=== buffet_read_arbiter_flat ===
Figure 1. Met3 routing (buffet_read_arbiter_flat).
The bar under the picture is 20 µm long.
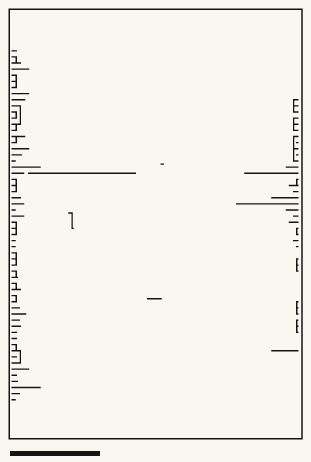

<file path="src/rtl/buffet_read_arbiter_if.sv">
// Request/response/buffet bundle for buffet_read_arbiter.
// slave = arbiter side, master = consumers plus buffet (environment) side.
interface buffet_read_arbiter_if #(
  parameter int IDX_WIDTH  = 8,
  parameter int DATA_WIDTH = 32
);
  logic [IDX_WIDTH-1:0]  req0_idx, req1_idx;
  logic                  req0_will_update, req0_is_shrink, req0_valid, req0_ready;
  logic                  req1_will_update, req1_is_shrink, req1_valid, req1_ready;
  logic [DATA_WIDTH-1:0] rsp0_data, rsp1_data;
  logic                  rsp0_valid, rsp0_ready, rsp1_valid, rsp1_ready;
  logic [IDX_WIDTH-1:0]  read_idx;
  logic                  read_will_update, is_shrink, read_idx_valid, read_idx_ready;
  logic [DATA_WIDTH-1:0] read_data;
  logic                  read_data_valid, read_data_ready;

  modport slave (
    input  req0_idx, req0_will_update, req0_is_shrink, req0_valid,
    input  req1_idx, req1_will_update, req1_is_shrink, req1_valid,
    output req0_ready, req1_ready,
    output rsp0_data, rsp0_valid, rsp1_data, rsp1_valid,
    input  rsp0_ready, rsp1_ready,
    output read_idx, read_will_update, is_shrink, read_idx_valid,
    input  read_idx_ready,
    input  read_data, read_data_valid,
    output read_data_ready
  );

  modport master (
    output req0_idx, req0_will_update, req0_is_shrink, req0_valid,
    output req1_idx, req1_will_update, req1_is_shrink, req1_valid,
    input  req0_ready, req1_ready,
    input  rsp0_data, rsp0_valid, rsp1_data, rsp1_valid,
    output rsp0_ready, rsp1_ready,
    input  read_idx, read_will_update, is_shrink, read_idx_valid,
    output read_idx_ready,
    output read_data, read_data_valid,
    input  read_data_ready
  );
endinterface

</file>
<file path="src/rtl/buffet_read_arbiter.sv">
// Two-consumer round-robin arbiter for one buffet read/shrink port; a tag FIFO steers in-order read data back.
// Optional BUFFET_RDARB_PERF_EN adds per-requester grant counters and a stall-cycle counter.
module buffet_read_arbiter #(
  parameter int IDX_WIDTH  = 8,
  parameter int DATA_WIDTH = 32,
  parameter int TAG_DEPTH  = 4
) (
  input  logic                  clk,
  input  logic                  nreset_i,
  buffet_read_arbiter_if.slave  bus,
`ifdef BUFFET_RDARB_PERF_EN
  output logic [15:0]           gnt0_cnt,
  output logic [15:0]           gnt1_cnt,
  output logic [15:0]           stall_cnt,
`endif
  output logic                  err_o
);
  localparam int PW = $clog2(TAG_DEPTH);
  localparam int CW = $clog2(TAG_DEPTH + 1);

  logic [1:0]                req_v, req_sh, req_wu, elig, gnt, rsp_rdy;
  logic [1:0][IDX_WIDTH-1:0] req_idx;
  logic                      winner, load, push, pop, head, has_tag, not_full;
  logic [DATA_WIDTH-1:0]     rd_data;

  logic                      prio_q, out_valid_q, wu_q, sh_q, err_q;
  logic [IDX_WIDTH-1:0]      idx_q;
  logic [TAG_DEPTH-1:0]      tag_q;
  logic [PW-1:0]             wr_ptr_q, rd_ptr_q;
  logic [CW-1:0]             tag_cnt_q;

  assign req_v   = {bus.req1_valid,       bus.req0_valid};
  assign req_sh  = {bus.req1_is_shrink,   bus.req0_is_shrink};
  assign req_wu  = {bus.req1_will_update, bus.req0_will_update};
  assign req_idx = {bus.req1_idx,         bus.req0_idx};
  assign rsp_rdy = {bus.rsp1_ready,       bus.rsp0_ready};

  // Eligibility uses the registered count only; a same-cycle pop never frees a slot early.
  assign has_tag  = (tag_cnt_q != '0);
  assign not_full = (tag_cnt_q < CW'(TAG_DEPTH));
  assign elig     = req_v & (req_sh | {2{not_full}});

  assign gnt[0] = elig[0] & (~elig[1] | ~prio_q);
  assign gnt[1] = elig[1] & (~elig[0] |  prio_q);
  assign winner = gnt[1];
  assign load   = (|gnt) & (~out_valid_q | bus.read_idx_ready);
  assign push   = load & ~req_sh[winner];

  assign bus.req0_ready       = gnt[0] & load;
  assign bus.req1_ready       = gnt[1] & load;
  assign bus.read_idx         = idx_q;
  assign bus.read_will_update = wu_q;
  assign bus.is_shrink        = sh_q;
  assign bus.read_idx_valid   = out_valid_q;

  // Buffet answers in issue order, so the FIFO head names the owner of the current data beat.
  assign head                = tag_q[rd_ptr_q];
  assign rd_data             = bus.read_data;
  assign bus.rsp0_data       = rd_data;
  assign bus.rsp1_data       = rd_data;
  assign bus.rsp0_valid      = bus.read_data_valid & has_tag & ~head;
  assign bus.rsp1_valid      = bus.read_data_valid & has_tag &  head;
  assign bus.read_data_ready = has_tag & rsp_rdy[head];
  assign pop                 = bus.read_data_valid & bus.read_data_ready;
  assign err_o               = err_q;

  always_ff @(posedge clk or negedge nreset_i) begin
    if (!nreset_i) begin
      prio_q      <= 1'b0;
      out_valid_q <= 1'b0;
      idx_q       <= '0;
      wu_q        <= 1'b0;
      sh_q        <= 1'b0;
      tag_q       <= '0;
      wr_ptr_q    <= '0;
      rd_ptr_q    <= '0;
      tag_cnt_q   <= '0;
      err_q       <= 1'b0;
    end else begin
      if (|gnt) prio_q <= ~winner;
      if (load) begin
        out_valid_q <= 1'b1;
        idx_q       <= req_idx[winner];
        wu_q        <= req_wu[winner];
        sh_q        <= req_sh[winner];
      end else if (bus.read_idx_ready) begin
        out_valid_q <= 1'b0;
      end
      if (push) begin
        tag_q[wr_ptr_q] <= winner;
        wr_ptr_q        <= wr_ptr_q + PW'(1);
      end
      if (pop) rd_ptr_q <= rd_ptr_q + PW'(1);
      unique case ({push, pop})
        2'b10:   tag_cnt_q <= tag_cnt_q + CW'(1);
        2'b01:   tag_cnt_q <= tag_cnt_q - CW'(1);
        default: ;
      endcase
      // Stray data with nothing outstanding is dropped (ready stays low) and flagged for good.
      if (bus.read_data_valid && !has_tag) err_q <= 1'b1;
    end
  end

`ifdef BUFFET_RDARB_PERF_EN
  logic [15:0] gnt0_q, gnt1_q, stall_q;

  always_ff @(posedge clk or negedge nreset_i) begin
    if (!nreset_i) begin
      gnt0_q  <= '0;
      gnt1_q  <= '0;
      stall_q <= '0;
    end else begin
      if (load && gnt[0] && !(&gnt0_q)) gnt0_q <= gnt0_q + 16'd1;
      if (load && gnt[1] && !(&gnt1_q)) gnt1_q <= gnt1_q + 16'd1;
      if ((|req_v) && !load && !(&stall_q)) stall_q <= stall_q + 16'd1;
    end
  end

  assign gnt0_cnt  = gnt0_q;
  assign gnt1_cnt  = gnt1_q;
  assign stall_cnt = stall_q;
`endif
endmodule

</file>
<file path="src/flat_wrapper.sv">
// flat-port wrapper written by rule: the top's interface ports become plain ports
module buffet_read_arbiter_flat 
#(
  parameter int IDX_WIDTH  = 8,
  parameter int DATA_WIDTH = 32,
  parameter int TAG_DEPTH  = 4
)
  (clk, nreset_i, err_o, bus_req0_idx, bus_req0_will_update, bus_req0_is_shrink, bus_req0_valid, bus_req1_idx, bus_req1_will_update, bus_req1_is_shrink, bus_req1_valid, bus_req0_ready, bus_req1_ready, bus_rsp0_data, bus_rsp0_valid, bus_rsp1_data, bus_rsp1_valid, bus_rsp0_ready, bus_rsp1_ready, bus_read_idx, bus_read_will_update, bus_is_shrink, bus_read_idx_valid, bus_read_idx_ready, bus_read_data, bus_read_data_valid, bus_read_data_ready);
  buffet_read_arbiter_if #(.IDX_WIDTH(IDX_WIDTH), .DATA_WIDTH(DATA_WIDTH)) bus_i ();
  input  logic clk;
  input  logic nreset_i;
  output logic err_o;
  input wire logic [$bits(bus_i.req0_idx)-1:0] bus_req0_idx;
  input wire logic [$bits(bus_i.req0_will_update)-1:0] bus_req0_will_update;
  input wire logic [$bits(bus_i.req0_is_shrink)-1:0] bus_req0_is_shrink;
  input wire logic [$bits(bus_i.req0_valid)-1:0] bus_req0_valid;
  input wire logic [$bits(bus_i.req1_idx)-1:0] bus_req1_idx;
  input wire logic [$bits(bus_i.req1_will_update)-1:0] bus_req1_will_update;
  input wire logic [$bits(bus_i.req1_is_shrink)-1:0] bus_req1_is_shrink;
  input wire logic [$bits(bus_i.req1_valid)-1:0] bus_req1_valid;
  output wire logic [$bits(bus_i.req0_ready)-1:0] bus_req0_ready;
  output wire logic [$bits(bus_i.req1_ready)-1:0] bus_req1_ready;
  output wire logic [$bits(bus_i.rsp0_data)-1:0] bus_rsp0_data;
  output wire logic [$bits(bus_i.rsp0_valid)-1:0] bus_rsp0_valid;
  output wire logic [$bits(bus_i.rsp1_data)-1:0] bus_rsp1_data;
  output wire logic [$bits(bus_i.rsp1_valid)-1:0] bus_rsp1_valid;
  input wire logic [$bits(bus_i.rsp0_ready)-1:0] bus_rsp0_ready;
  input wire logic [$bits(bus_i.rsp1_ready)-1:0] bus_rsp1_ready;
  output wire logic [$bits(bus_i.read_idx)-1:0] bus_read_idx;
  output wire logic [$bits(bus_i.read_will_update)-1:0] bus_read_will_update;
  output wire logic [$bits(bus_i.is_shrink)-1:0] bus_is_shrink;
  output wire logic [$bits(bus_i.read_idx_valid)-1:0] bus_read_idx_valid;
  input wire logic [$bits(bus_i.read_idx_ready)-1:0] bus_read_idx_ready;
  input wire logic [$bits(bus_i.read_data)-1:0] bus_read_data;
  input wire logic [$bits(bus_i.read_data_valid)-1:0] bus_read_data_valid;
  output wire logic [$bits(bus_i.read_data_ready)-1:0] bus_read_data_ready;
  assign bus_i.req0_idx = bus_req0_idx;
  assign bus_i.req0_will_update = bus_req0_will_update;
  assign bus_i.req0_is_shrink = bus_req0_is_shrink;
  assign bus_i.req0_valid = bus_req0_valid;
  assign bus_i.req1_idx = bus_req1_idx;
  assign bus_i.req1_will_update = bus_req1_will_update;
  assign bus_i.req1_is_shrink = bus_req1_is_shrink;
  assign bus_i.req1_valid = bus_req1_valid;
  assign bus_req0_ready = bus_i.req0_ready;
  assign bus_req1_ready = bus_i.req1_ready;
  assign bus_rsp0_data = bus_i.rsp0_data;
  assign bus_rsp0_valid = bus_i.rsp0_valid;
  assign bus_rsp1_data = bus_i.rsp1_data;
  assign bus_rsp1_valid = bus_i.rsp1_valid;
  assign bus_i.rsp0_ready = bus_rsp0_ready;
  assign bus_i.rsp1_ready = bus_rsp1_ready;
  assign bus_read_idx = bus_i.read_idx;
  assign bus_read_will_update = bus_i.read_will_update;
  assign bus_is_shrink = bus_i.is_shrink;
  assign bus_read_idx_valid = bus_i.read_idx_valid;
  assign bus_i.read_idx_ready = bus_read_idx_ready;
  assign bus_i.read_data = bus_read_data;
  assign bus_i.read_data_valid = bus_read_data_valid;
  assign bus_read_data_ready = bus_i.read_data_ready;
  buffet_read_arbiter #(.IDX_WIDTH(IDX_WIDTH), .DATA_WIDTH(DATA_WIDTH), .TAG_DEPTH(TAG_DEPTH)) u_core (.clk(clk), .nreset_i(nreset_i), .bus(bus_i), .err_o(err_o));
endmodule
</file>
<file path="config.mk">
export PLATFORM = sky130hd
export DESIGN_NAME = buffet_read_arbiter_flat
export DESIGN_NICKNAME = d
export VERILOG_FILES = /design/src/rtl/buffet_read_arbiter_if.sv /design/src/rtl/buffet_read_arbiter.sv /design/src/flat_wrapper.sv
export SDC_FILE = /design/constraint.sdc
export NUM_CORES = 1
export LEC_CHECK = 0
export CAP_MARGIN = 20
export CORE_ASPECT_RATIO = 1.5
export CORE_MARGIN = 2
export CORE_UTILIZATION = 34
export DETAILED_ROUTE_END_ITERATION = 6
export PLACE_DENSITY = 0.81
export SETUP_SLACK_MARGIN = 0.2
export SLEW_MARGIN = 15
export SYNTH_ARGS = -nofsm -noshare
export SYNTH_HDL_FRONTEND = slang
export SYNTH_SLANG_ARGS = --single-unit
</file>
<file path="constraint.sdc">
create_clock -name clk -period 2.9 [get_ports clk]
set_clock_uncertainty 0.2 [all_clocks]
set_input_delay 0.58 -clock clk [delete_from_list [all_inputs] [get_ports clk]]
set_output_delay 0.58 -clock clk [all_outputs]
set_load 0.02 [all_outputs]
</file>
=== adc_spi_seq ===
==> config.mk <==
export PLATFORM = sky130hd
export DESIGN_NAME = adc_spi_seq
export DESIGN_NICKNAME = d
export VERILOG_FILES = /design/src/rtl/adc_spi_seq.sv
export SDC_FILE = /design/constraint.sdc
export NUM_CORES = 1
export LEC_CHECK = 0
export CAP_MARGIN = 20
export CORE_MARGIN = 1
export CORE_UTILIZATION = 55
export DETAILED_ROUTE_END_ITERATION = 10
export PLACE_DENSITY_LB_ADDON = 0.12
export SETUP_SLACK_MARGIN = 0.1
export SLEW_MARGIN = 20
export SYNTH_ARGS = -nofsm -noshare
export SYNTH_HDL_FRONTEND = slang
export SYNTH_SLANG_ARGS = --single-unit
==> constraint.sdc <==
create_clock -name clk_usb -period 2.76 [get_ports clk_usb]
set_clock_uncertainty 0.1 [all_clocks]
set_input_delay 0.552 -clock clk_usb [delete_from_list [all_inputs] [get_ports clk_usb]]
set_output_delay 0.552 -clock clk_usb [all_outputs]
set_load 0.01 [all_outputs]
==> src/rtl/adc_spi_seq.sv <==
// ADC serial-port sequencer: runs one 16-bit register write/read on the ADC
// SPI pins ({addr, data}, MSB first) or pulses the ADC hardware reset pin.
// Every ADC pin comes straight from a flop so the pins are glitch-free.
module adc_spi_seq #(
   parameter int unsigned pDIV     = 4,   // SCLK half-period in clk_usb cycles
   parameter int unsigned pRST_LEN = 16   // ADC_RESET pulse length in clk_usb cycles
) (
   input  logic       clk_usb,
   input  logic       reset_i,
   input  logic       start_i,
   input  logic       rw_i,
   input  logic [7:0] addr_i,
   input  logic [7:0] wdata_i,
   input  logic       hwreset_i,
   output logic       busy_o,
   output logic       done_o,
   output logic [7:0] rdata_o,
   output logic       ADC_SEN,
   output logic       ADC_SCLK,
   output logic       ADC_SDATA,
   output logic       ADC_RESET,
   input  logic       ADC_OVR_SDOUT
);

   typedef enum logic [2:0] {IDLE, RST, SETUP, SHIFT, HOLD, DONE} state_t;

   localparam logic [7:0] DIV_LAST = 8'(pDIV - 1);
   localparam logic [7:0] RST_LAST = 8'(pRST_LEN - 1);

   state_t      state_q;
   logic [7:0]  cnt_q;     // cycles left in the current phase, minus one
   logic [3:0]  bit_q;     // index into the shift register, 15 down to 0
   logic        phase_q;   // 0 = SCLK high half, 1 = SCLK low half
   logic [15:0] sreg_q;
   logic        rw_q;
   logic [7:0]  cap_q;
   logic [7:0]  rdata_q;
   logic        sen_q, sclk_q, sdata_q, arst_q, busy_q, done_q;

   // Next bit to present; on reads the data half of the frame is driven low
   logic [3:0]  bit_d;
   logic        sdata_d;
   assign bit_d   = bit_q - 4'd1;
   assign sdata_d = (rw_q && !bit_d[3]) ? 1'b0 : sreg_q[bit_d];

   // Sequencer FSM; pin values are loaded on the transition into each state
   always_ff @(posedge clk_usb or posedge reset_i) begin
      if (reset_i) begin
         state_q <= IDLE;
         cnt_q   <= '0;
         bit_q   <= '0;
         phase_q <= 1'b0;
         sreg_q  <= '0;
         rw_q    <= 1'b0;
         cap_q   <= '0;
         rdata_q <= '0;
         sen_q   <= 1'b1;
         sclk_q  <= 1'b1;
         sdata_q <= 1'b0;
         arst_q  <= 1'b0;
         busy_q  <= 1'b0;
         done_q  <= 1'b0;
      end else begin
         done_q <= 1'b0;
         case (state_q)
            IDLE: begin
               // hardware reset has priority; nothing is queued behind it
               if (hwreset_i) begin
                  state_q <= RST;
                  cnt_q   <= RST_LAST;
                  arst_q  <= 1'b1;
                  busy_q  <= 1'b1;
               end else if (start_i) begin
                  state_q <= SETUP;
                  cnt_q   <= DIV_LAST;
                  sreg_q  <= {addr_i, wdata_i};
                  rw_q    <= rw_i;
                  cap_q   <= '0;
                  sen_q   <= 1'b0;
                  busy_q  <= 1'b1;
               end
            end
            RST: begin
               if (cnt_q == 8'd0) begin
                  state_q <= DONE;
                  arst_q  <= 1'b0;
                  done_q  <= 1'b1;
               end else begin
                  cnt_q <= cnt_q - 8'd1;
               end
            end
            SETUP: begin
               if (cnt_q == 8'd0) begin
                  state_q <= SHIFT;
                  phase_q <= 1'b0;
                  bit_q   <= 4'd15;
                  cnt_q   <= DIV_LAST;
                  sdata_q <= sreg_q[15];
               end else begin
                  cnt_q <= cnt_q - 8'd1;
               end
            end
            SHIFT: begin
               if (cnt_q != 8'd0) begin
                  cnt_q <= cnt_q - 8'd1;
               end else if (!phase_q) begin
                  // falling edge: ADC latches the bit, SDATA stays put
                  phase_q <= 1'b1;
                  sclk_q  <= 1'b0;
                  cnt_q   <= DIV_LAST;
               end else begin
                  // last low cycle: capture readback on data bits only
                  if (rw_q && !bit_q[3]) cap_q <= {cap_q[6:0], ADC_OVR_SDOUT};
                  sclk_q  <= 1'b1;
                  phase_q <= 1'b0;
                  cnt_q   <= DIV_LAST;
                  if (bit_q == 4'd0) begin
                     state_q <= HOLD;
                     sdata_q <= 1'b0;
                  end else begin
                     bit_q   <= bit_d;
                     sdata_q <= sdata_d;
                  end
               end
            end
            HOLD: begin
               if (cnt_q == 8'd0) begin
                  state_q <= DONE;
                  sen_q   <= 1'b1;
                  done_q  <= 1'b1;
                  if (rw_q) rdata_q <= cap_q;
               end else begin
                  cnt_q <= cnt_q - 8'd1;
               end
            end
            DONE: begin
               state_q <= IDLE;
               busy_q  <= 1'b0;
            end
            default: state_q <= IDLE;
         endcase
      end
   end

   assign busy_o    = busy_q;
   assign done_o    = done_q;
   assign rdata_o   = rdata_q;
   assign ADC_SEN   = sen_q;
   assign ADC_SCLK  = sclk_q;
   assign ADC_SDATA = sdata_q;
   assign ADC_RESET = arst_q;

endmodule

=== multi_pulse_generator_flat ===
**src/rtl/multi_pulse_generator_pkg.sv**
```systemverilog
// multi_pulse_pkg: shared state encoding and mode constants for the pulse generator
package multi_pulse_pkg;
    typedef enum logic {S_IDLE, S_RUN} channel_state_t;
    localparam logic MODE_PERIODIC = 1'b0;
    localparam logic MODE_ONESHOT  = 1'b1;
endpackage

```
**src/rtl/multi_pulse_generator_if.sv**
```systemverilog
// multi_pulse_generator_if: per-channel control inputs and pulse outputs as packed arrays
interface multi_pulse_generator_if #(parameter int N = 8, parameter int CHANNELS = 4) ();
    logic [CHANNELS-1:0]        ena;
    logic [CHANNELS-1:0]        start;
    logic [CHANNELS-1:0]        mode;
    logic [CHANNELS-1:0][N-1:0] ticks;
    logic [CHANNELS-1:0][N-1:0] width;
    logic [CHANNELS-1:0]        out;
    logic [CHANNELS-1:0]        tick;
    logic [CHANNELS-1:0]        busy;
    logic [CHANNELS-1:0]        done;
    modport master (output ena, start, mode, ticks, width, input out, tick, busy, done);
    modport slave  (input ena, start, mode, ticks, width, output out, tick, busy, done);
endinterface

```
**src/rtl/multi_pulse_generator_channel.sv**
```systemverilog
// pulse_channel: one periodic/one-shot pulse channel; period, width and mode latched per period
module pulse_channel
    import multi_pulse_pkg::*;
#(
    parameter int N = 8
) (
    input  logic         clk,
    input  logic         rst,
    input  logic         ena,
    input  logic         start,
    input  logic         mode,
    input  logic [N-1:0] ticks,
    input  logic [N-1:0] width,
    output logic         out,
    output logic         tick,
    output logic         busy,
    output logic         done
);
    localparam logic [N-1:0] ONE = 1;
    channel_state_t state_q, state_d;
    logic [N-1:0] cnt_q, cnt_d, p_q, p_d, w_q, w_d;
    logic         m_q, m_d, done_q, done_d;
    logic         last;

    assign last = cnt_q == p_q - ONE;

    always_ff @(posedge clk or negedge rst) begin
        if (!rst) begin
            state_q <= S_IDLE;
            cnt_q   <= '0;
            p_q     <= '0;
            w_q     <= '0;
            m_q     <= MODE_PERIODIC;
            done_q  <= 1'b0;
        end else begin
            state_q <= state_d;
            cnt_q   <= cnt_d;
            p_q     <= p_d;
            w_q     <= w_d;
            m_q     <= m_d;
            done_q  <= done_d;
        end
    end

    always_comb begin
        state_d = state_q;
        cnt_d   = cnt_q;
        p_d     = p_q;
        w_d     = w_q;
        m_d     = m_q;
        done_d  = 1'b0;
        if (state_q == S_IDLE) begin
            if (ena && ticks != '0 && (mode == MODE_PERIODIC || start)) begin
                state_d = S_RUN;
                cnt_d   = '0;
                p_d     = ticks;
                w_d     = width;
                m_d     = mode;
            end
        end else if (!ena) begin
            state_d = S_IDLE;
            cnt_d   = '0;
        end else if (last) begin
            cnt_d = '0;
            if (m_q == MODE_ONESHOT) begin
                state_d = S_IDLE;
                done_d  = 1'b1;
            end else begin
                // Period boundary: pick up retuned settings, ticks==0 stops the train
                p_d     = ticks;
                w_d     = width;
                m_d     = mode;
                state_d = ticks == '0 ? S_IDLE : S_RUN;
            end
        end else begin
            cnt_d = cnt_q + ONE;
        end
    end

    always_comb begin
        busy = state_q == S_RUN;
        out  = busy && cnt_q < w_q;
        tick = busy && last;
        done = done_q;
    end
endmodule

```
**src/rtl/multi_pulse_generator.sv**
```systemverilog
// multi_pulse_generator: CHANNELS independent pulse_channel instances behind one interface
module multi_pulse_generator
    import multi_pulse_pkg::*;
#(
    parameter int N        = 8,
    parameter int CHANNELS = 4
) (
    input  logic                    clk,
    input  logic                    rst,
    multi_pulse_generator_if.slave  bus
);
    logic [CHANNELS-1:0] out_w, tick_w, busy_w, done_w;

    for (genvar i = 0; i < CHANNELS; i++) begin : g_ch
        pulse_channel #(.N(N)) u_ch (
            .clk   (clk),
            .rst   (rst),
            .ena   (bus.ena[i]),
            .start (bus.start[i]),
            .mode  (bus.mode[i]),
            .ticks (bus.ticks[i]),
            .width (bus.width[i]),
            .out   (out_w[i]),
            .tick  (tick_w[i]),
            .busy  (busy_w[i]),
            .done  (done_w[i])
        );
    end

    assign bus.out  = out_w;
    assign bus.tick = tick_w;
    assign bus.busy = busy_w;
    assign bus.done = done_w;
endmodule

```
**src/flat_wrapper.sv**
```systemverilog
// flat-port wrapper written by rule: the top's interface ports become plain ports
module multi_pulse_generator_flat import multi_pulse_pkg::*;
#(
    parameter int N        = 8,
    parameter int CHANNELS = 4
)
  (clk, rst, bus_ena, bus_start, bus_mode, bus_ticks, bus_width, bus_out, bus_tick, bus_busy, bus_done);
  multi_pulse_generator_if #(.N(N), .CHANNELS(CHANNELS)) bus_i ();
  input  logic clk;
  input  logic rst;
  input wire logic [$bits(bus_i.ena)-1:0] bus_ena;
  input wire logic [$bits(bus_i.start)-1:0] bus_start;
  input wire logic [$bits(bus_i.mode)-1:0] bus_mode;
  input wire logic [$bits(bus_i.ticks)-1:0] bus_ticks;
  input wire logic [$bits(bus_i.width)-1:0] bus_width;
  output wire logic [$bits(bus_i.out)-1:0] bus_out;
  output wire logic [$bits(bus_i.tick)-1:0] bus_tick;
  output wire logic [$bits(bus_i.busy)-1:0] bus_busy;
  output wire logic [$bits(bus_i.done)-1:0] bus_done;
  assign bus_i.ena = bus_ena;
  assign bus_i.start = bus_start;
  assign bus_i.mode = bus_mode;
  assign bus_i.ticks = bus_ticks;
  assign bus_i.width = bus_width;
  assign bus_out = bus_i.out;
  assign bus_tick = bus_i.tick;
  assign bus_busy = bus_i.busy;
  assign bus_done = bus_i.done;
  multi_pulse_generator #(.N(N), .CHANNELS(CHANNELS)) u_core (.clk(clk), .rst(rst), .bus(bus_i));
endmodule
```
**config.mk**
```make
export PLATFORM = sky130hd
export DESIGN_NAME = multi_pulse_generator_flat
export DESIGN_NICKNAME = d
export VERILOG_FILES = /design/src/rtl/multi_pulse_generator_pkg.sv /design/src/rtl/multi_pulse_generator_if.sv /design/src/rtl/multi_pulse_generator_channel.sv /design/src/rtl/multi_pulse_generator.sv /design/src/flat_wrapper.sv
export SDC_FILE = /design/constraint.sdc
export NUM_CORES = 1
export LEC_CHECK = 0
export CAP_MARGIN = 40
export CELL_PAD_IN_SITES_DETAIL_PLACEMENT = 1
export CELL_PAD_IN_SITES_GLOBAL_PLACEMENT = 2
export CORE_ASPECT_RATIO = 2
export CORE_UTILIZATION = 38
export DETAILED_ROUTE_END_ITERATION = 6
export GPL_ROUTABILITY_DRIVEN = 0
export PLACE_DENSITY_LB_ADDON = 0.1
export RECOVER_POWER = 100
export SETUP_SLACK_MARGIN = 0.02
export SLEW_MARGIN = 20
export SYNTH_ARGS = -nofsm -noshare
export SYNTH_HDL_FRONTEND = slang
export SYNTH_SLANG_ARGS = --single-unit
export TNS_END_PERCENT = 100
```
**constraint.sdc**
```tcl
create_clock -name clk -period 7.43 [get_ports clk]
set_input_delay 1.1145 -clock clk [delete_from_list [all_inputs] [get_ports clk]]
set_output_delay 1.1145 -clock clk [all_outputs]
set_load 0.05 [all_outputs]
```
=== pts_reg_flat ===
### src/rtl/serdes_pkg.sv
`default_nettype none
// ============================================================================
// serdes_pkg : shared word width and transmit FSM encoding for the serdes pair
// Rev 1.0
// ============================================================================
package serdes_pkg;

   localparam int WORD_W = 32;

   typedef enum logic [1:0] {
      IDLE  = 2'd0,
      START = 2'd1,
      SHIFT = 2'd2,
      GAP   = 2'd3
   } pts_state_t;

endpackage
`default_nettype wire

### src/rtl/pts_reg_if.sv
`default_nettype none
// ============================================================================
// pts_reg_if : word handshake and serial-side signals of the pts_reg block
// Rev 1.0
// ============================================================================
interface pts_reg_if
   import serdes_pkg::*;
#(
   parameter int WIDTH = WORD_W
) ();

   logic [WIDTH-1:0] data;
   logic             valid;
   logic             ready;
   logic             start;
   logic             out;
   logic             busy;
   logic             done;

   modport master (
      output data, valid,
      input  ready, start, out, busy, done
   );

   modport slave (
      input  data, valid,
      output ready, start, out, busy, done
   );

endinterface
`default_nettype wire

### src/rtl/pts_reg.sv
`default_nettype none
// ============================================================================
// pts_reg : parallel-to-serial stage, one-cycle start pulse then MSB-first bits
// Rev 1.0
// ============================================================================
module pts_reg
   import serdes_pkg::*;
#(
   parameter int WIDTH      = WORD_W,
   parameter int GAP_CYCLES = 1
) (
   input  wire logic clk,
   input  wire logic rst_n,
   pts_reg_if.slave  bus
);

   localparam int CNT_W = $clog2(WIDTH);
   localparam int GAP_W = (GAP_CYCLES > 1) ? $clog2(GAP_CYCLES) : 1;
   localparam logic [CNT_W-1:0] C_LAST_BIT = CNT_W'(WIDTH - 1);
   localparam logic [GAP_W-1:0] C_LAST_GAP = GAP_W'(GAP_CYCLES - 1);

   if (WIDTH < 2) begin : g_bad_width
      $error("pts_reg: WIDTH must be at least 2");
   end
   if (GAP_CYCLES < 1) begin : g_bad_gap
      $error("pts_reg: GAP_CYCLES must be at least 1");
   end

   pts_state_t       r_state;
   pts_state_t       w_next;
   logic [WIDTH-1:0] r_hold;
   logic             r_hold_valid;
   logic [WIDTH-1:0] r_shift;
   logic [CNT_W-1:0] r_cnt;
   logic [GAP_W-1:0] r_gap;
   logic             w_accept;
   logic             w_load;
   logic             w_start;
   logic             w_out;
   logic             w_busy;
   logic             w_done;

   // Accept and load are mutually exclusive: a full holding register blocks accept.
   assign w_accept = bus.valid && !r_hold_valid;
   assign w_load   = (r_state == IDLE) && r_hold_valid;

   always_ff @(posedge clk or negedge rst_n) begin
      if (!rst_n) begin
         r_state <= IDLE;
      end else begin
         r_state <= w_next;
      end
   end

   always_comb begin
      w_next  = r_state;
      w_start = 1'b0;
      w_out   = 1'b0;
      w_busy  = 1'b0;
      w_done  = 1'b0;
      case (r_state)
         IDLE: begin
            if (r_hold_valid) begin
               w_next = START;
            end
         end
         START: begin
            w_start = 1'b1;
            w_busy  = 1'b1;
            w_next  = SHIFT;
         end
         SHIFT: begin
            w_out  = r_shift[WIDTH-1];
            w_busy = 1'b1;
            if (r_cnt == C_LAST_BIT) begin
               w_next = GAP;
            end
         end
         GAP: begin
            w_busy = 1'b1;
            w_done = (r_gap == '0);
            if (r_gap == C_LAST_GAP) begin
               w_next = IDLE;
            end
         end
         default: begin
            w_next = IDLE;
         end
      endcase
   end

   always_ff @(posedge clk or negedge rst_n) begin
      if (!rst_n) begin
         r_hold       <= '0;
         r_hold_valid <= 1'b0;
         r_shift      <= '0;
         r_cnt        <= '0;
         r_gap        <= '0;
      end else begin
         if (w_accept) begin
            r_hold       <= bus.data;
            r_hold_valid <= 1'b1;
         end else if (w_load) begin
            r_hold_valid <= 1'b0;
         end

         case (r_state)
            IDLE: begin
               if (r_hold_valid) begin
                  r_shift <= r_hold;
               end
            end
            START: begin
               r_cnt <= '0;
               r_gap <= '0;
            end
            SHIFT: begin
               r_shift <= {r_shift[WIDTH-2:0], 1'b0};
               r_cnt   <= r_cnt + 1'b1;
            end
            GAP: begin
               r_gap <= r_gap + 1'b1;
            end
            default: begin
            end
         endcase
      end
   end

   assign bus.ready = !r_hold_valid;
   assign bus.start = w_start;
   assign bus.out   = w_out;
   assign bus.busy  = w_busy;
   assign bus.done  = w_done;

endmodule
`default_nettype wire

### src/flat_wrapper.sv
// flat-port wrapper written by rule: the top's interface ports become plain ports
module pts_reg_flat import serdes_pkg::*;
#(
   parameter int WIDTH      = WORD_W,
   parameter int GAP_CYCLES = 1
)
  (clk, rst_n, bus_data, bus_valid, bus_ready, bus_start, bus_out, bus_busy, bus_done);
  pts_reg_if #(.WIDTH(WIDTH)) bus_i ();
  input  wire logic clk;
  input  wire logic rst_n;
  input wire logic [$bits(bus_i.data)-1:0] bus_data;
  input wire logic [$bits(bus_i.valid)-1:0] bus_valid;
  output wire logic [$bits(bus_i.ready)-1:0] bus_ready;
  output wire logic [$bits(bus_i.start)-1:0] bus_start;
  output wire logic [$bits(bus_i.out)-1:0] bus_out;
  output wire logic [$bits(bus_i.busy)-1:0] bus_busy;
  output wire logic [$bits(bus_i.done)-1:0] bus_done;
  assign bus_i.data = bus_data;
  assign bus_i.valid = bus_valid;
  assign bus_ready = bus_i.ready;
  assign bus_start = bus_i.start;
  assign bus_out = bus_i.out;
  assign bus_busy = bus_i.busy;
  assign bus_done = bus_i.done;
  pts_reg #(.WIDTH(WIDTH), .GAP_CYCLES(GAP_CYCLES)) u_core (.clk(clk), .rst_n(rst_n), .bus(bus_i));
endmodule
### config.mk
export PLATFORM = sky130hd
export DESIGN_NAME = pts_reg_flat
export DESIGN_NICKNAME = d
export VERILOG_FILES = /design/src/rtl/serdes_pkg.sv /design/src/rtl/pts_reg_if.sv /design/src/rtl/pts_reg.sv /design/src/flat_wrapper.sv
export SDC_FILE = /design/constraint.sdc
export NUM_CORES = 1
export LEC_CHECK = 0
export CAP_MARGIN = 20
export CORE_MARGIN = 2
export CORE_UTILIZATION = 49
export CTS_CLUSTER_DIAMETER = 50
export DETAILED_ROUTE_END_ITERATION = 10
export HOLD_SLACK_MARGIN = 0.06
export PLACE_DENSITY = 0.73
export SYNTH_ARGS = -nofsm -noshare
export SYNTH_HDL_FRONTEND = slang
export SYNTH_SLANG_ARGS = --single-unit
### constraint.sdc
create_clock -name clk -period 3.1 [get_ports clk]
set_input_delay 0.62 -clock clk [delete_from_list [all_inputs] [get_ports clk]]
set_output_delay 0.62 -clock clk [all_outputs]
set_load 0.01 [all_outputs]

## Gallery

Sequential cells coloured by netlist name.
The bar under the picture is 20 µm long. Other sequential cells in the stronger grey, the rest of the logic in the fainter grey.
shot_01.png
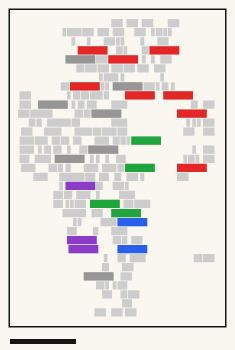
shot_02.png
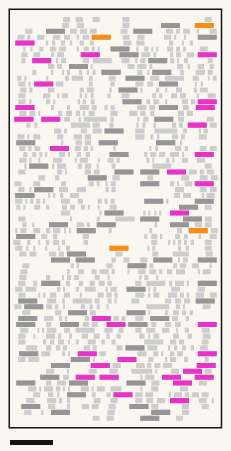
shot_03.png
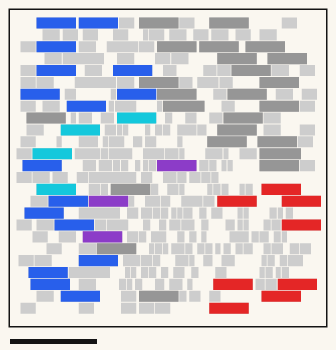
shot_04.png
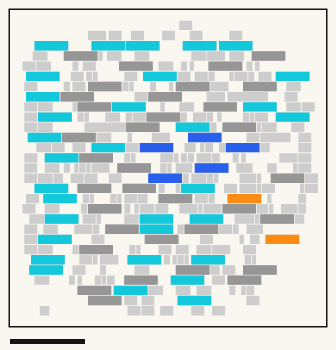
| picture | from |
|---|---|
| shot_01.png | buffet_read_arbiter_flat |
| shot_03.png | adc_spi_seq |
| shot_02.png | multi_pulse_generator_flat |
| shot_04.png | pts_reg_flat |
- most sequential cells: shot_02.png

Key to shot_04.png:
colour	netlist name	flops
cyan	u_core.r_hold	32
orange	u_core.r_state	2
blue	u_core.r_cnt	5
not coloured	34

Figure 2. Placement view (multi_pulse_generator_flat).
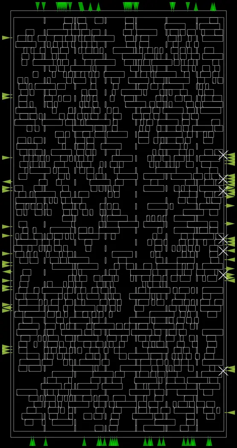
row cnt: 69
Flops: 108

==> notes.org, multi_pulse_generator_flat <==
#+TITLE: Flow metrics

** CTS
- CTS tree :: yes
- After clock tree synthesis, the flow added hold-fix buffers numbering 0.
- The report lists the number of cells resized after CTS as 0.
- Deepest clock path buffer count :: 2

** Synth
- The synthesized netlist has a Yosys-reported chip area of 6968 µm².
- The mapped netlist covers 6968 µm².
- For this run, the leading register cell type out of synthesis is sky130_fd_sc_hd__dfrtp_1.
- Count of synthesis-stage warnings from yosys :: 0

** Job
- Max-cap violation count :: 3

** Cells and area
- Sequential cell area :: 2703 µm²
- The finished layout holds 1002 standard cells, fillers aside.
- Fin area :: 8287 µm²
- The post-route utilization of the core is recorded as 46.37%.

** Detailed routing
- Via density per instance :: 5.777
- The routed layout reports a DRC error count of 14.

** Floorplan
- Die width :: 97.75 µm
- Initial cell density of the core :: 38.99%

** Timing
- Slew Viols, Final :: 119
- For the final routed database, the setup TNS stands at 0 ns.
- Worst-margin pin slew :: 2.036 ns

** Hold path
- In the hold timing report, the worst path depth is 1.

** Outcome
- The flow ran to the end, but the final reports show violations.
- The final reports fail on DRC, capacitance limit, slew limit.

** Critical path
- Worst reg2reg path depth :: 7

** Global routing
- Total global-route track usage over all layers is 21.10%.
[multi_pulse_generator_flat: worst max-delay path, delay by kind of cell (launching register included)]
kind / cells / cell delay, ns
buf+inv: 2 / 0.99
compound gates: 2 / 0.74
simple gates: 3 / 0.82
fa+ha+maj: 1 / 0.28
flops: 1 / 0.54
[multi_pulse_generator_flat: power breakdown]
| part | internal [mW] | switching [mW] |
|---|---|---|
| sequential | 0.683 | 0.121 |
| clock | 0.336 | 0.224 |
| combinational | 0.249 | 0.245 |
| total | 1.27 | 0.590 |
[multi_pulse_generator_flat: per-layer routing]
| layer | share of wire (%) | wire, µm | track usage [%] | vias to the layer above |
|---|---|---|---|---|
| met5 | 0 | 0 | 0 | - |
| met4 | 3.5 | 640 | 9.877 | 0 |
| met3 | 2.5 | 457 | 3.179 | 37 |
| met2 | 56 | 10460 | 40.66 | 88 |
| met1 | 38 | 6969 | 21.81 | 2927 |
| li1 | - | - | - | 2737 |
[multi_pulse_generator_flat: layout make-up]
type / count / share of cell area, %
Clock buffer: 10 / 2.884
Clock inverter: 5 / 1.208
Inverter: 69 / 3.125
Multi-Input combinational cell: 495 / 44.87
Sequential cell: 108 / 32.61
Tap cell: 213 / 3.216
Timing Repair Buffer: 102 / 12.08
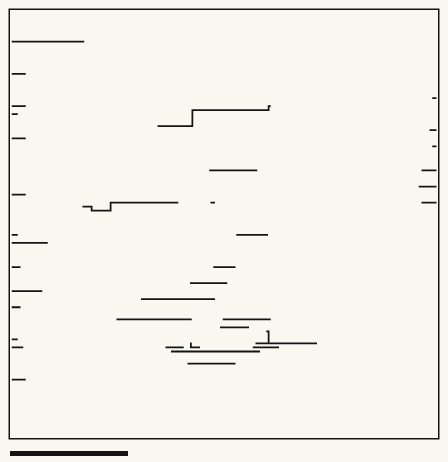
Figure 3: adc_spi_seq, met3 routing.
The bar under the picture is 20 µm long.
main direction	horizontal
share of all routed wire	3.8%
nets with wire on the layer	32
longest straight run	14.7 µm

Figure 4. Placement by cell class (adc_spi_seq).
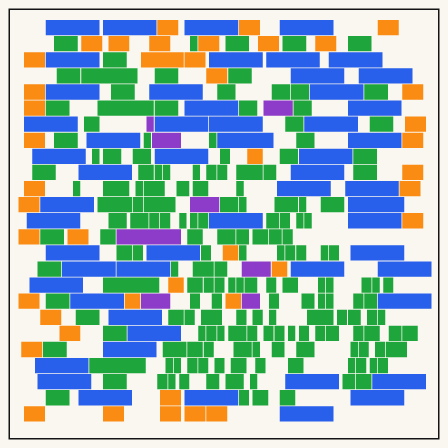
colour	class	cells	share of their area
blue	sequential cells	55	43%
purple	clock drivers and dummy loads	8	3.5%
orange	remaining buffers and delay cells	42	13%
green	remaining logic cells	179	41%
final cell utilization of the core: 69.21%
placeable core region: 4755 µm²

==> notes.org, adc_spi_seq <==
#+TITLE: Flow metrics

** Synth
- Syn avg cell area :: 11.15 µm²
- Top cells by count :: 53 x sky130_fd_sc_hd__dfrtp_1, 27 x sky130_fd_sc_hd__mux2_2, 19 x sky130_fd_sc_hd__nor2_1
- In this run, distinct cell masters in the synthesized netlist total 49.
- Sequential cells were found to cover 50.67% of the synthesized design area.
- After Yosys synthesis, XOR and XNOR cells account for 0.9195% of the synthesized area.

** Detailed routing
- The detailed router reports a met3 wire length of 191 µm.
- Initial detailed-routing violation count :: 117

** CTS
- The H-tree generated during clock tree synthesis spans 2 levels.

** Critical path
- Largest stage delay, worst path :: 0.61 ns
- Launching element type of the critical path :: register
- Startpoint of the worst setup timing path :: bit_q[0]
- Number of cells on the critical path :: 7
- The critical path ends at ADC_SDATA.
- The worst setup path is captured at a register.

** Timing
- Final hold analysis gives a worst-case slack of 0.3949 ns.
- Hold Fails Final Rpt :: 0
- Across all checked pins, the minimum headroom to the slew limit is 52.71%.
- Max-slew check failures listed in the final report amount to 0.

** Global routing
- Global-route track usage on met3 :: 4.028%

** Placement
- Input and output buffers added on the ports amount to 35.
- RePlAce ended its routability-driven mode at a weighted congestion of 0.8094.

** Job
- The logs give a warning total of 26.

** Hold path
- Along the worst hold path, the cell count comes to 2.
- The launch point of the worst min-delay path is recorded as ADC_SEN.

** Floorplan
- Die width :: 72.34 µm
- According to the floorplan log, the row count is 25.

** Cells and area
- Antenna diode count :: 0
- The final report gives the standard cell area, fillers excluded, as 3291 µm².
- Between the synthesized netlist and the finished layout, the area growth was recorded as 20.92%.

** Outcome
- Result of the run :: complete, no violations
-- adc_spi_seq: worst reg2reg max path, cell delays in order, from the launching register on --
cell	delay, ns
sky130_fd_sc_hd__dfrtp_1	0.42
sky130_fd_sc_hd__inv_1	0.15
sky130_fd_sc_hd__ha_1	0.27
sky130_fd_sc_hd__xor2_2	0.31
sky130_fd_sc_hd__mux4_1	0.61
sky130_fd_sc_hd__o211ai_1	0.17
sky130_fd_sc_hd__o32a_1	0.17
sky130_fd_sc_hd__o221ai_2	0.08
-- adc_spi_seq: flip-flops by register name, indices dropped and copies added (netlist names), 3 cells and up --
name and cells:
state_q 3, rdata_o 8, cap_q 8, bit_q 4
sreg_q 16, cnt_q 8
-- adc_spi_seq: final cells by class --
class | instances | area, µm² | share of cell area [%]
clock inverters | 2 | 38.79 | 1.179
multi-input cells | 168 | 1260 | 38.29
clock buffers | 6 | 72.57 | 2.205
flip-flops and latches | 55 | 1379 | 41.90
well taps | 67 | 83.83 | 2.548
repair buffers | 42 | 415.4 | 12.62
inverters | 11 | 41.29 | 1.255
-- adc_spi_seq: power by group --
group,switching [mW],total (mW),internal [mW]
Clock,0.261,0.536,0.274
Sequential,0.228,1.29,1.06
Combinational,0.681,1.38,0.703
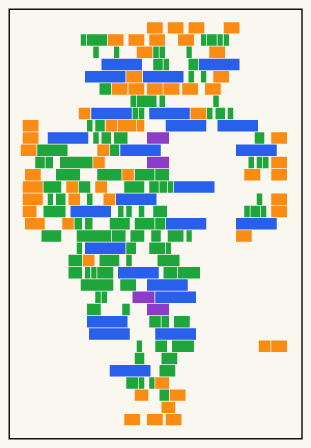
Figure 5: buffet_read_arbiter_flat, placement by cell class.
colour	class	cells	share of their area
blue	sequential cells	24	31%
orange	remaining buffers and delay cells	56	27%
purple	clock drivers and dummy loads	4	2.8%
green	remaining logic cells	107	39%
register fraction of the total cell area: 29.48%
final cell utilization of the core: 37.66%
row cnt: 33
fin area: 2037 µm²
placeable core region: 5409 µm²

Figure 6. Placement view (buffet_read_arbiter_flat).
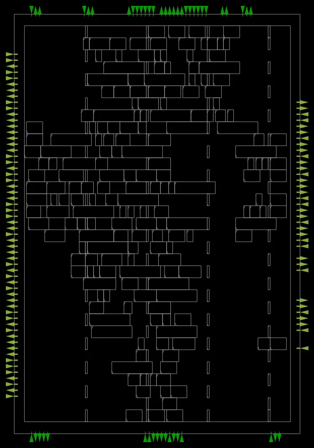
number of fill cells in the layout: 546
Flops: 24
count of placed standard cells in the final layout, fillers left out: 261
tap cells: 70

About Figure 1:
longest straight run	23.7 µm
nets with wire on the layer	45
share of all routed wire	6.5%
main direction	horizontal
wire length on this layer	237 µm
via count: 1224
Detailed Route WL: 3647 µm

==> notes.org, buffet_read_arbiter_flat <==
#+TITLE: Flow metrics

** Outcome
- Result of the run :: complete, no violations

** CTS
- Source-to-sink clock delay at the later pin of the worst-skew pair :: 0.27 ns
- H-tree levels :: 1

** Floorplan
- For this configuration, the core starts out at a cell density of 34.77%.
- Die Area :: 6154 µm²

** Timing
- Min Tclk post-route :: 2.572 ns
- Fmax :: 388.8 MHz
- Slew Viols, Final :: 0
- Setup repair after global routing could not meet its margin everywhere.

** Placement
- Cells after DPL :: 257
- Input and output buffers added on the ports amount to 44.
- The wire-length estimate of the detail-placed layout is 2798 µm.

** Critical path
- STA reports a reg2reg setup slack of 0.46 ns.
- Largest stage delay, worst path :: 0.44 ns
- Critical-path maximum fanout :: 3

** Synth
- Count of library flops with an enable pin :: 0
- Most common flop cell mapped by yosys :: sky130_fd_sc_hd__dfrtp_1
- Share of synthesized area occupied by flip-flops and latches :: 31.94%

** Hold path
- Hold depth :: 1
- Start point of the worst hold path :: u_core.err_o

** Cells and area
- Combinational Gates :: 99
- The largest cell class by area is combinational gates.
- Relative to the synthesized area, the layout overhead comes to 8.316%.
- The layout has 8 inverters outside the clock class.

** Power and ir drop
- Total power after layout :: 1.706 mW
- Net Switching :: 661.2 µW

** Detailed routing
- Per the post-route antenna check, the number of violating nets is 0.

** Global routing
- The first global-routing pass estimated 5975 µm of wire.
==> buffet_read_arbiter_flat: kinds of logic after synthesis <==
family | after synthesis | synth area share, %
AND-OR/OR-AND | 26 | 12.64
XOR/XNOR | 5 | 2.329
adder cells (fa/ha/maj) | 6 | 4.391
buffers and inverters | 77 | 29.61
flip-flops | 24 | 31.94
multiplexers | 8 | 4.524
AND/OR/NAND/NOR | 54 | 14.57
==> buffet_read_arbiter_flat: routing by layer <==
layer	global-route usage, %	part of all wire [%]	wire, µm
met5	0	0	0
met4	10.28	5.0	184
met3	1.771	6.5	237
met2	21.99	50	1834
met1	13.33	38	1390
==> buffet_read_arbiter_flat: power by group through the flow <==
stage               sequential (mW)  combinational (mW)  clock, mW
finish                        0.585               0.888      0.232
global route                  0.608               0.982      0.249
CTS                           0.587               0.905      0.242
detailed placement            0.590               0.907          0
global placement              0.583               0.886          0
floorplan                     0.671               0.596          0
==> buffet_read_arbiter_flat: critical path, delay by kind of cell (launching register included) <==
| family | cells | cell delay (ns) |
|---|---|---|
| muxes | 3 | 0.70 |
| DFF | 1 | 0.44 |
| buffers and inverters | 1 | 0.33 |
| and+or+nand+nor | 1 | 0.06 |
Figure 7. Placement view (pts_reg_flat).
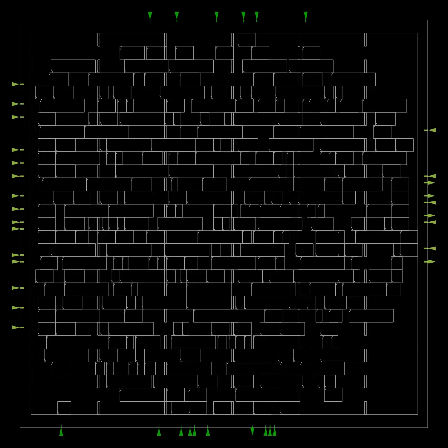
placeable core region: 6314 µm²
Flops: 73
tap cells: 77
count of placed standard cells in the final layout, fillers left out: 379

==> notes.org, pts_reg_flat <==
#+TITLE: Flow metrics

** Floorplan
- The report lists the number of standard-cell rows as 29.
- IO Pins :: 40
- Die width :: 84.35 µm

** Timing
- The final timing report derives a shortest allowable period of 2.347 ns.
- The highest clock rate this design can be run at is 426.0 MHz.
- RSZ-0062 raised after global routing :: false
- For the final routed database, the setup TNS stands at 0 ns.

** Synth
- Of the synthesized area, sequential elements account for 57.75%.
- After Yosys synthesis, and, or, nand and nor cells account for 6.685% of the synthesized area.
- Number of nets produced by synthesis :: 300

** Global routing
- Pin count of the biggest net entering global routing :: 74
- Recorded from the global router log, the overflow total was 0.

** Cells and area
- Ranking logic cells in the layout by count gives the top entries 73 x sky130_fd_sc_hd__dfrtp_1, 38 x sky130_fd_sc_hd__clkdlybuf4s50_1, 36 x sky130_fd_sc_hd__o21ai_0, 35 x sky130_fd_sc_hd__nand2_1, 33 x sky130_fd_sc_hd__mux2i_1.
- The layout has 520 filler cells.

** CTS
- TritonCTS built the clock tree.
- In the CTS report, the clock slew at the register clock pins of the worst setup and hold paths is listed as 0.07 ns.

** Critical path
- Buffer and inverter count on the worst path :: 1
- For reference, the critical path is captured by bus_done.

** Detailed routing
- Routed signal wires occupy layers up through met4.

** Placement
- Per the placement report, the placed cell count is 363.
- Worst setup slack before clock tree synthesis :: 0.7056 ns

** Outcome
- Result of the run :: complete, no violations
pts_reg_flat: cells in the mapped netlist (3+ instances only):
library cell / count
sky130_fd_sc_hd__o21ai_0: 36
sky130_fd_sc_hd__nor2b_1: 3
sky130_fd_sc_hd__mux2i_1: 33
sky130_fd_sc_hd__nand2_1: 35
sky130_fd_sc_hd__nand3_1: 5
sky130_fd_sc_hd__ha_1: 7
sky130_fd_sc_hd__buf_2: 9
sky130_fd_sc_hd__inv_1: 7
sky130_fd_sc_hd__dfrtp_1: 73
sky130_fd_sc_hd__buf_4: 3
sky130_fd_sc_hd__mux2_2: 32
sky130_fd_sc_hd__clkbuf_1: 3
pts_reg_flat: power groups by stage:
| stage | Clock [mW] | Combinational [mW] | Sequential [mW] |
|---|---|---|---|
| detailed placement | 0 | 1.57 | 1.70 |
| global placement | 0 | 1.51 | 1.69 |
| finish | 0.844 | 1.55 | 1.69 |
| global route | 0.904 | 1.76 | 1.74 |
| floorplan | 0 | 1.26 | 1.62 |
| CTS | 0.860 | 1.57 | 1.69 |

=== serial_adder ===
Figure 8. Met3 routing (serial_adder).
The bar under the picture is 20 µm long.
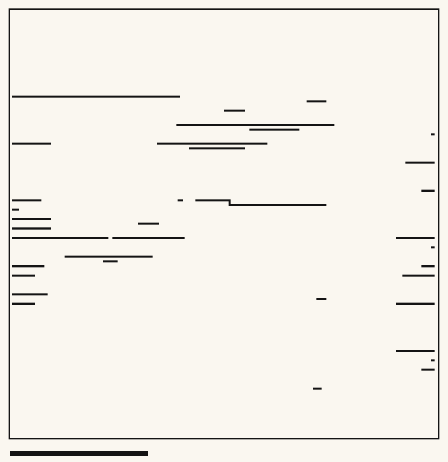
[config.mk]
export PLATFORM = sky130hd
export DESIGN_NAME = serial_adder
export DESIGN_NICKNAME = d
export VERILOG_FILES = /design/src/rtl/serial_adder.sv
export SDC_FILE = /design/constraint.sdc
export NUM_CORES = 1
export LEC_CHECK = 0
export CAP_MARGIN = 10
export CORE_MARGIN = 2
export CORE_UTILIZATION = 56
export DETAILED_ROUTE_END_ITERATION = 7
export PLACE_DENSITY = 0.83
export SLEW_MARGIN = 25
export SYNTH_ARGS = -nofsm -noshare
export SYNTH_HDL_FRONTEND = slang
export SYNTH_SLANG_ARGS = --single-unit
[constraint.sdc]
create_clock -name clk -period 3.5 [get_ports clk]
set_clock_uncertainty 0.05 [all_clocks]
set_input_delay 0.875 -clock clk [delete_from_list [all_inputs] [get_ports clk]]
set_output_delay 0.875 -clock clk [all_outputs]
set_load 0.02 [all_outputs]
[src/rtl/serial_adder.sv]
`default_nettype none
// +--------------------------------------------------------------------------+
// | Module      : serial_adder                                               |
// | Description : Bit-serial N-bit ripple adder. Operands and carry-in are   |
// |               captured on a start pulse, then one bit per clock is       |
// |               summed (LSB first) through a single full-adder cell and a  |
// |               carry flop. The full sum and carry-out are presented as    |
// |               registered outputs together with a one-cycle done strobe.  |
// |                                                                          |
// | Ports       : clk   - system clock, rising edge                          |
// |               rst_n - asynchronous active-low reset                      |
// |               start - request, sampled only while idle                   |
// |               a, b  - WIDTH-bit operands, captured on accepted start     |
// |               cin   - carry-in, captured on accepted start               |
// |               busy  - high while bits are being processed                |
// |               done  - one-cycle strobe, sum/cout valid                   |
// |               sum   - registered (a+b+cin) mod 2^WIDTH                   |
// |               cout  - registered carry out of bit WIDTH-1                |
// |                                                                          |
// | Revision    : 1.0 - initial release                                      |
// +--------------------------------------------------------------------------+
module serial_adder #(
   parameter int unsigned WIDTH = 8
) (
   input  logic             clk,
   input  logic             rst_n,
   input  logic             start,
   input  logic [WIDTH-1:0] a,
   input  logic [WIDTH-1:0] b,
   input  logic             cin,
   output logic             busy,
   output logic             done,
   output logic [WIDTH-1:0] sum,
   output logic             cout
);

   localparam int unsigned c_cnt_w = $clog2(WIDTH + 1);
   localparam logic [c_cnt_w-1:0] c_last = c_cnt_w'(WIDTH - 1);

   typedef enum logic [1:0] {
      S_IDLE = 2'd0,
      S_RUN  = 2'd1,
      S_DONE = 2'd2
   } state_t;

   state_t             r_state;
   logic [WIDTH-1:0]   r_a_sh;
   logic [WIDTH-1:0]   r_b_sh;
   logic [WIDTH-1:0]   r_ps;
   logic               r_c;
   logic [c_cnt_w-1:0] r_cnt;
   logic               r_busy;
   logic               r_done;
   logic [WIDTH-1:0]   r_sum;
   logic               r_cout;

   logic               w_s;
   logic               w_c_next;
   logic [WIDTH-1:0]   w_ps_next;

   // Single full-adder cell working on the current LSBs and the carry flop.
   assign w_s       = r_a_sh[0] ^ r_b_sh[0] ^ r_c;
   assign w_c_next  = (r_a_sh[0] & r_b_sh[0]) | (r_a_sh[0] & r_c) | (r_b_sh[0] & r_c);
   // Sum bits enter at the MSB so that after WIDTH shifts bit 0 sits at the LSB.
   assign w_ps_next = {w_s, r_ps[WIDTH-1:1]};

   always_ff @(posedge clk or negedge rst_n) begin
      if (!rst_n) begin
         r_state <= S_IDLE;
         r_a_sh  <= '0;
         r_b_sh  <= '0;
         r_ps    <= '0;
         r_c     <= 1'b0;
         r_cnt   <= '0;
         r_busy  <= 1'b0;
         r_done  <= 1'b0;
         r_sum   <= '0;
         r_cout  <= 1'b0;
      end else begin
         case (r_state)
            S_IDLE: begin
               r_done <= 1'b0;
               if (start) begin
                  r_a_sh  <= a;
                  r_b_sh  <= b;
                  r_c     <= cin;
                  r_ps    <= '0;
                  r_cnt   <= '0;
                  r_busy  <= 1'b1;
                  r_state <= S_RUN;
               end
            end

            S_RUN: begin
               r_c    <= w_c_next;
               r_a_sh <= {1'b0, r_a_sh[WIDTH-1:1]};
               r_b_sh <= {1'b0, r_b_sh[WIDTH-1:1]};
               r_ps   <= w_ps_next;
               r_cnt  <= r_cnt + 1'b1;
               // Last bit: publish the result on the same edge so that
               // partial sums never reach the outputs.
               if (r_cnt == c_last) begin
                  r_sum   <= w_ps_next;
                  r_cout  <= w_c_next;
                  r_busy  <= 1'b0;
                  r_done  <= 1'b1;
                  r_state <= S_DONE;
               end
            end

            S_DONE: begin
               r_done  <= 1'b0;
               r_state <= S_IDLE;
            end

            default: begin
               r_busy  <= 1'b0;
               r_done  <= 1'b0;
               r_state <= S_IDLE;
            end
         endcase
      end
   end

   assign busy = r_busy;
   assign done = r_done;
   assign sum  = r_sum;
   assign cout = r_cout;

endmodule
`default_nettype wire

==> notes.org <==
#+TITLE: Flow metrics

** Floorplan
- The report lists the number of standard-cell rows as 20.
- The core region is 3128 µm².
- The floorplan step defined a die boundary enclosing 3821 µm².

** CTS
- # hold bufs at CTS :: 0
- Total CTS buffers :: 5
- H-tree levels :: 2

** Power and ir drop
- Part of the power in registers :: 48.2%
- Leakage :: 0.9599 nW

** Timing
- RSZ-0062 raised after global routing :: false
- Hold-check failures listed in the final report amount to 0.
- Min setup slack post-route :: 1.210 ns
- After routing, the total negative slack on setup checks comes to 0 ns.
- Per the finish-stage timing summary, setup violations number 0.

** Synth
- Synth cell types :: 26
- Area fraction in mux cells :: 8.422%

** Outcome
- Result of the run :: complete, no violations

** Cells and area
- Antenna diode count :: 0

** Hold path
- Hold depth :: 1

** Placement
- Once placement completed, the tool counted placed cells totaling 225.
- The final weighted congestion recorded by global placement is 0.8037.

** Job
- Total number of warnings across the stage logs :: 26

** Critical path
- Data arrival, critical path :: 1.36 ns
## Picture notes: Figure 8
main direction	horizontal
nets with wire on the layer	30
wire length on this layer	210 µm
share of all routed wire	6.0%
longest straight run	23.9 µm

## cells in the mapped netlist (all sizes together)
master,instances
a211oi,1
and2,1
a22oi,15
clkbuf,4
a21oi,19
and3b,1
nand4,1
o21ai,17
mux2,11
nor2,2
nor2b,19
nand3,1
a22o,9
dfrtp,41
inv,2
fa,1
ha,1
nand2,2
o21a,1
buf,8
o32ai,1
o21bai,1
## path summary, 6_finish.rpt
kind                             to  slack (ns)
min in group asynchronous    sum[2]        0.58
max in group asynchronous  r_cnt[0]        2.28
max reg2reg                  sum[1]        1.69
min                          sum[0]        0.47
min reg2reg                  sum[0]        0.47
max                            busy        1.21
## final cells by class
type / instances / area, µm² / share of cell area [%]
Clock buffer: 6 / 41.29 / 1.859
Clock inverter: 2 / 10.01 / 0.4507
Timing Repair Buffer: 34 / 325.3 / 14.65
Inverter: 2 / 7.507 / 0.3380
Sequential cell: 41 / 1026 / 46.20
Multi-Input combinational cell: 104 / 755.7 / 34.03
Tap cell: 44 / 55.05 / 2.479
## metal layers
layer	track usage, %	share of wire [%]
met2	32.78	49
met3	4.762	6.0
met1	26.04	44
met5	0	0
met4	9.726	1.2


==> screenshots <==
Placement by cell class.
Plate I
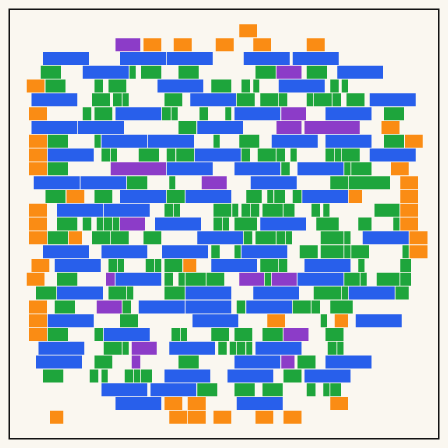
Plate II
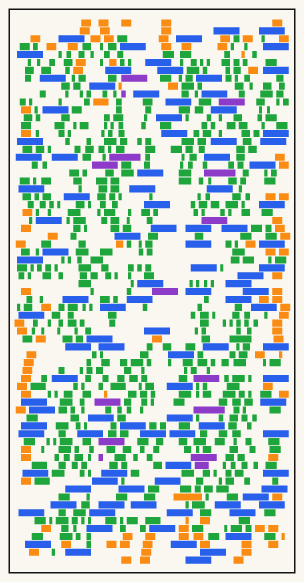
Plate III
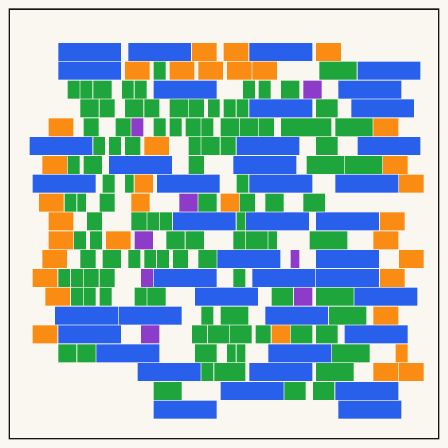
The one with the fewest sequential cells is Plate III.
The one with the fewest cells is Plate III.
multi_pulse_generator_flat is Plate II.
pts_reg_flat is Plate I.
serial_adder is Plate III.

Key to Plate III:
colour	class	cells	share of their area
purple	clock drivers and dummy loads	8	2.4%
blue	sequential cells	41	47%
orange	remaining buffers and delay cells	34	15%
green	remaining logic cells	106	35%

Power and IR drop assume default switching activity.
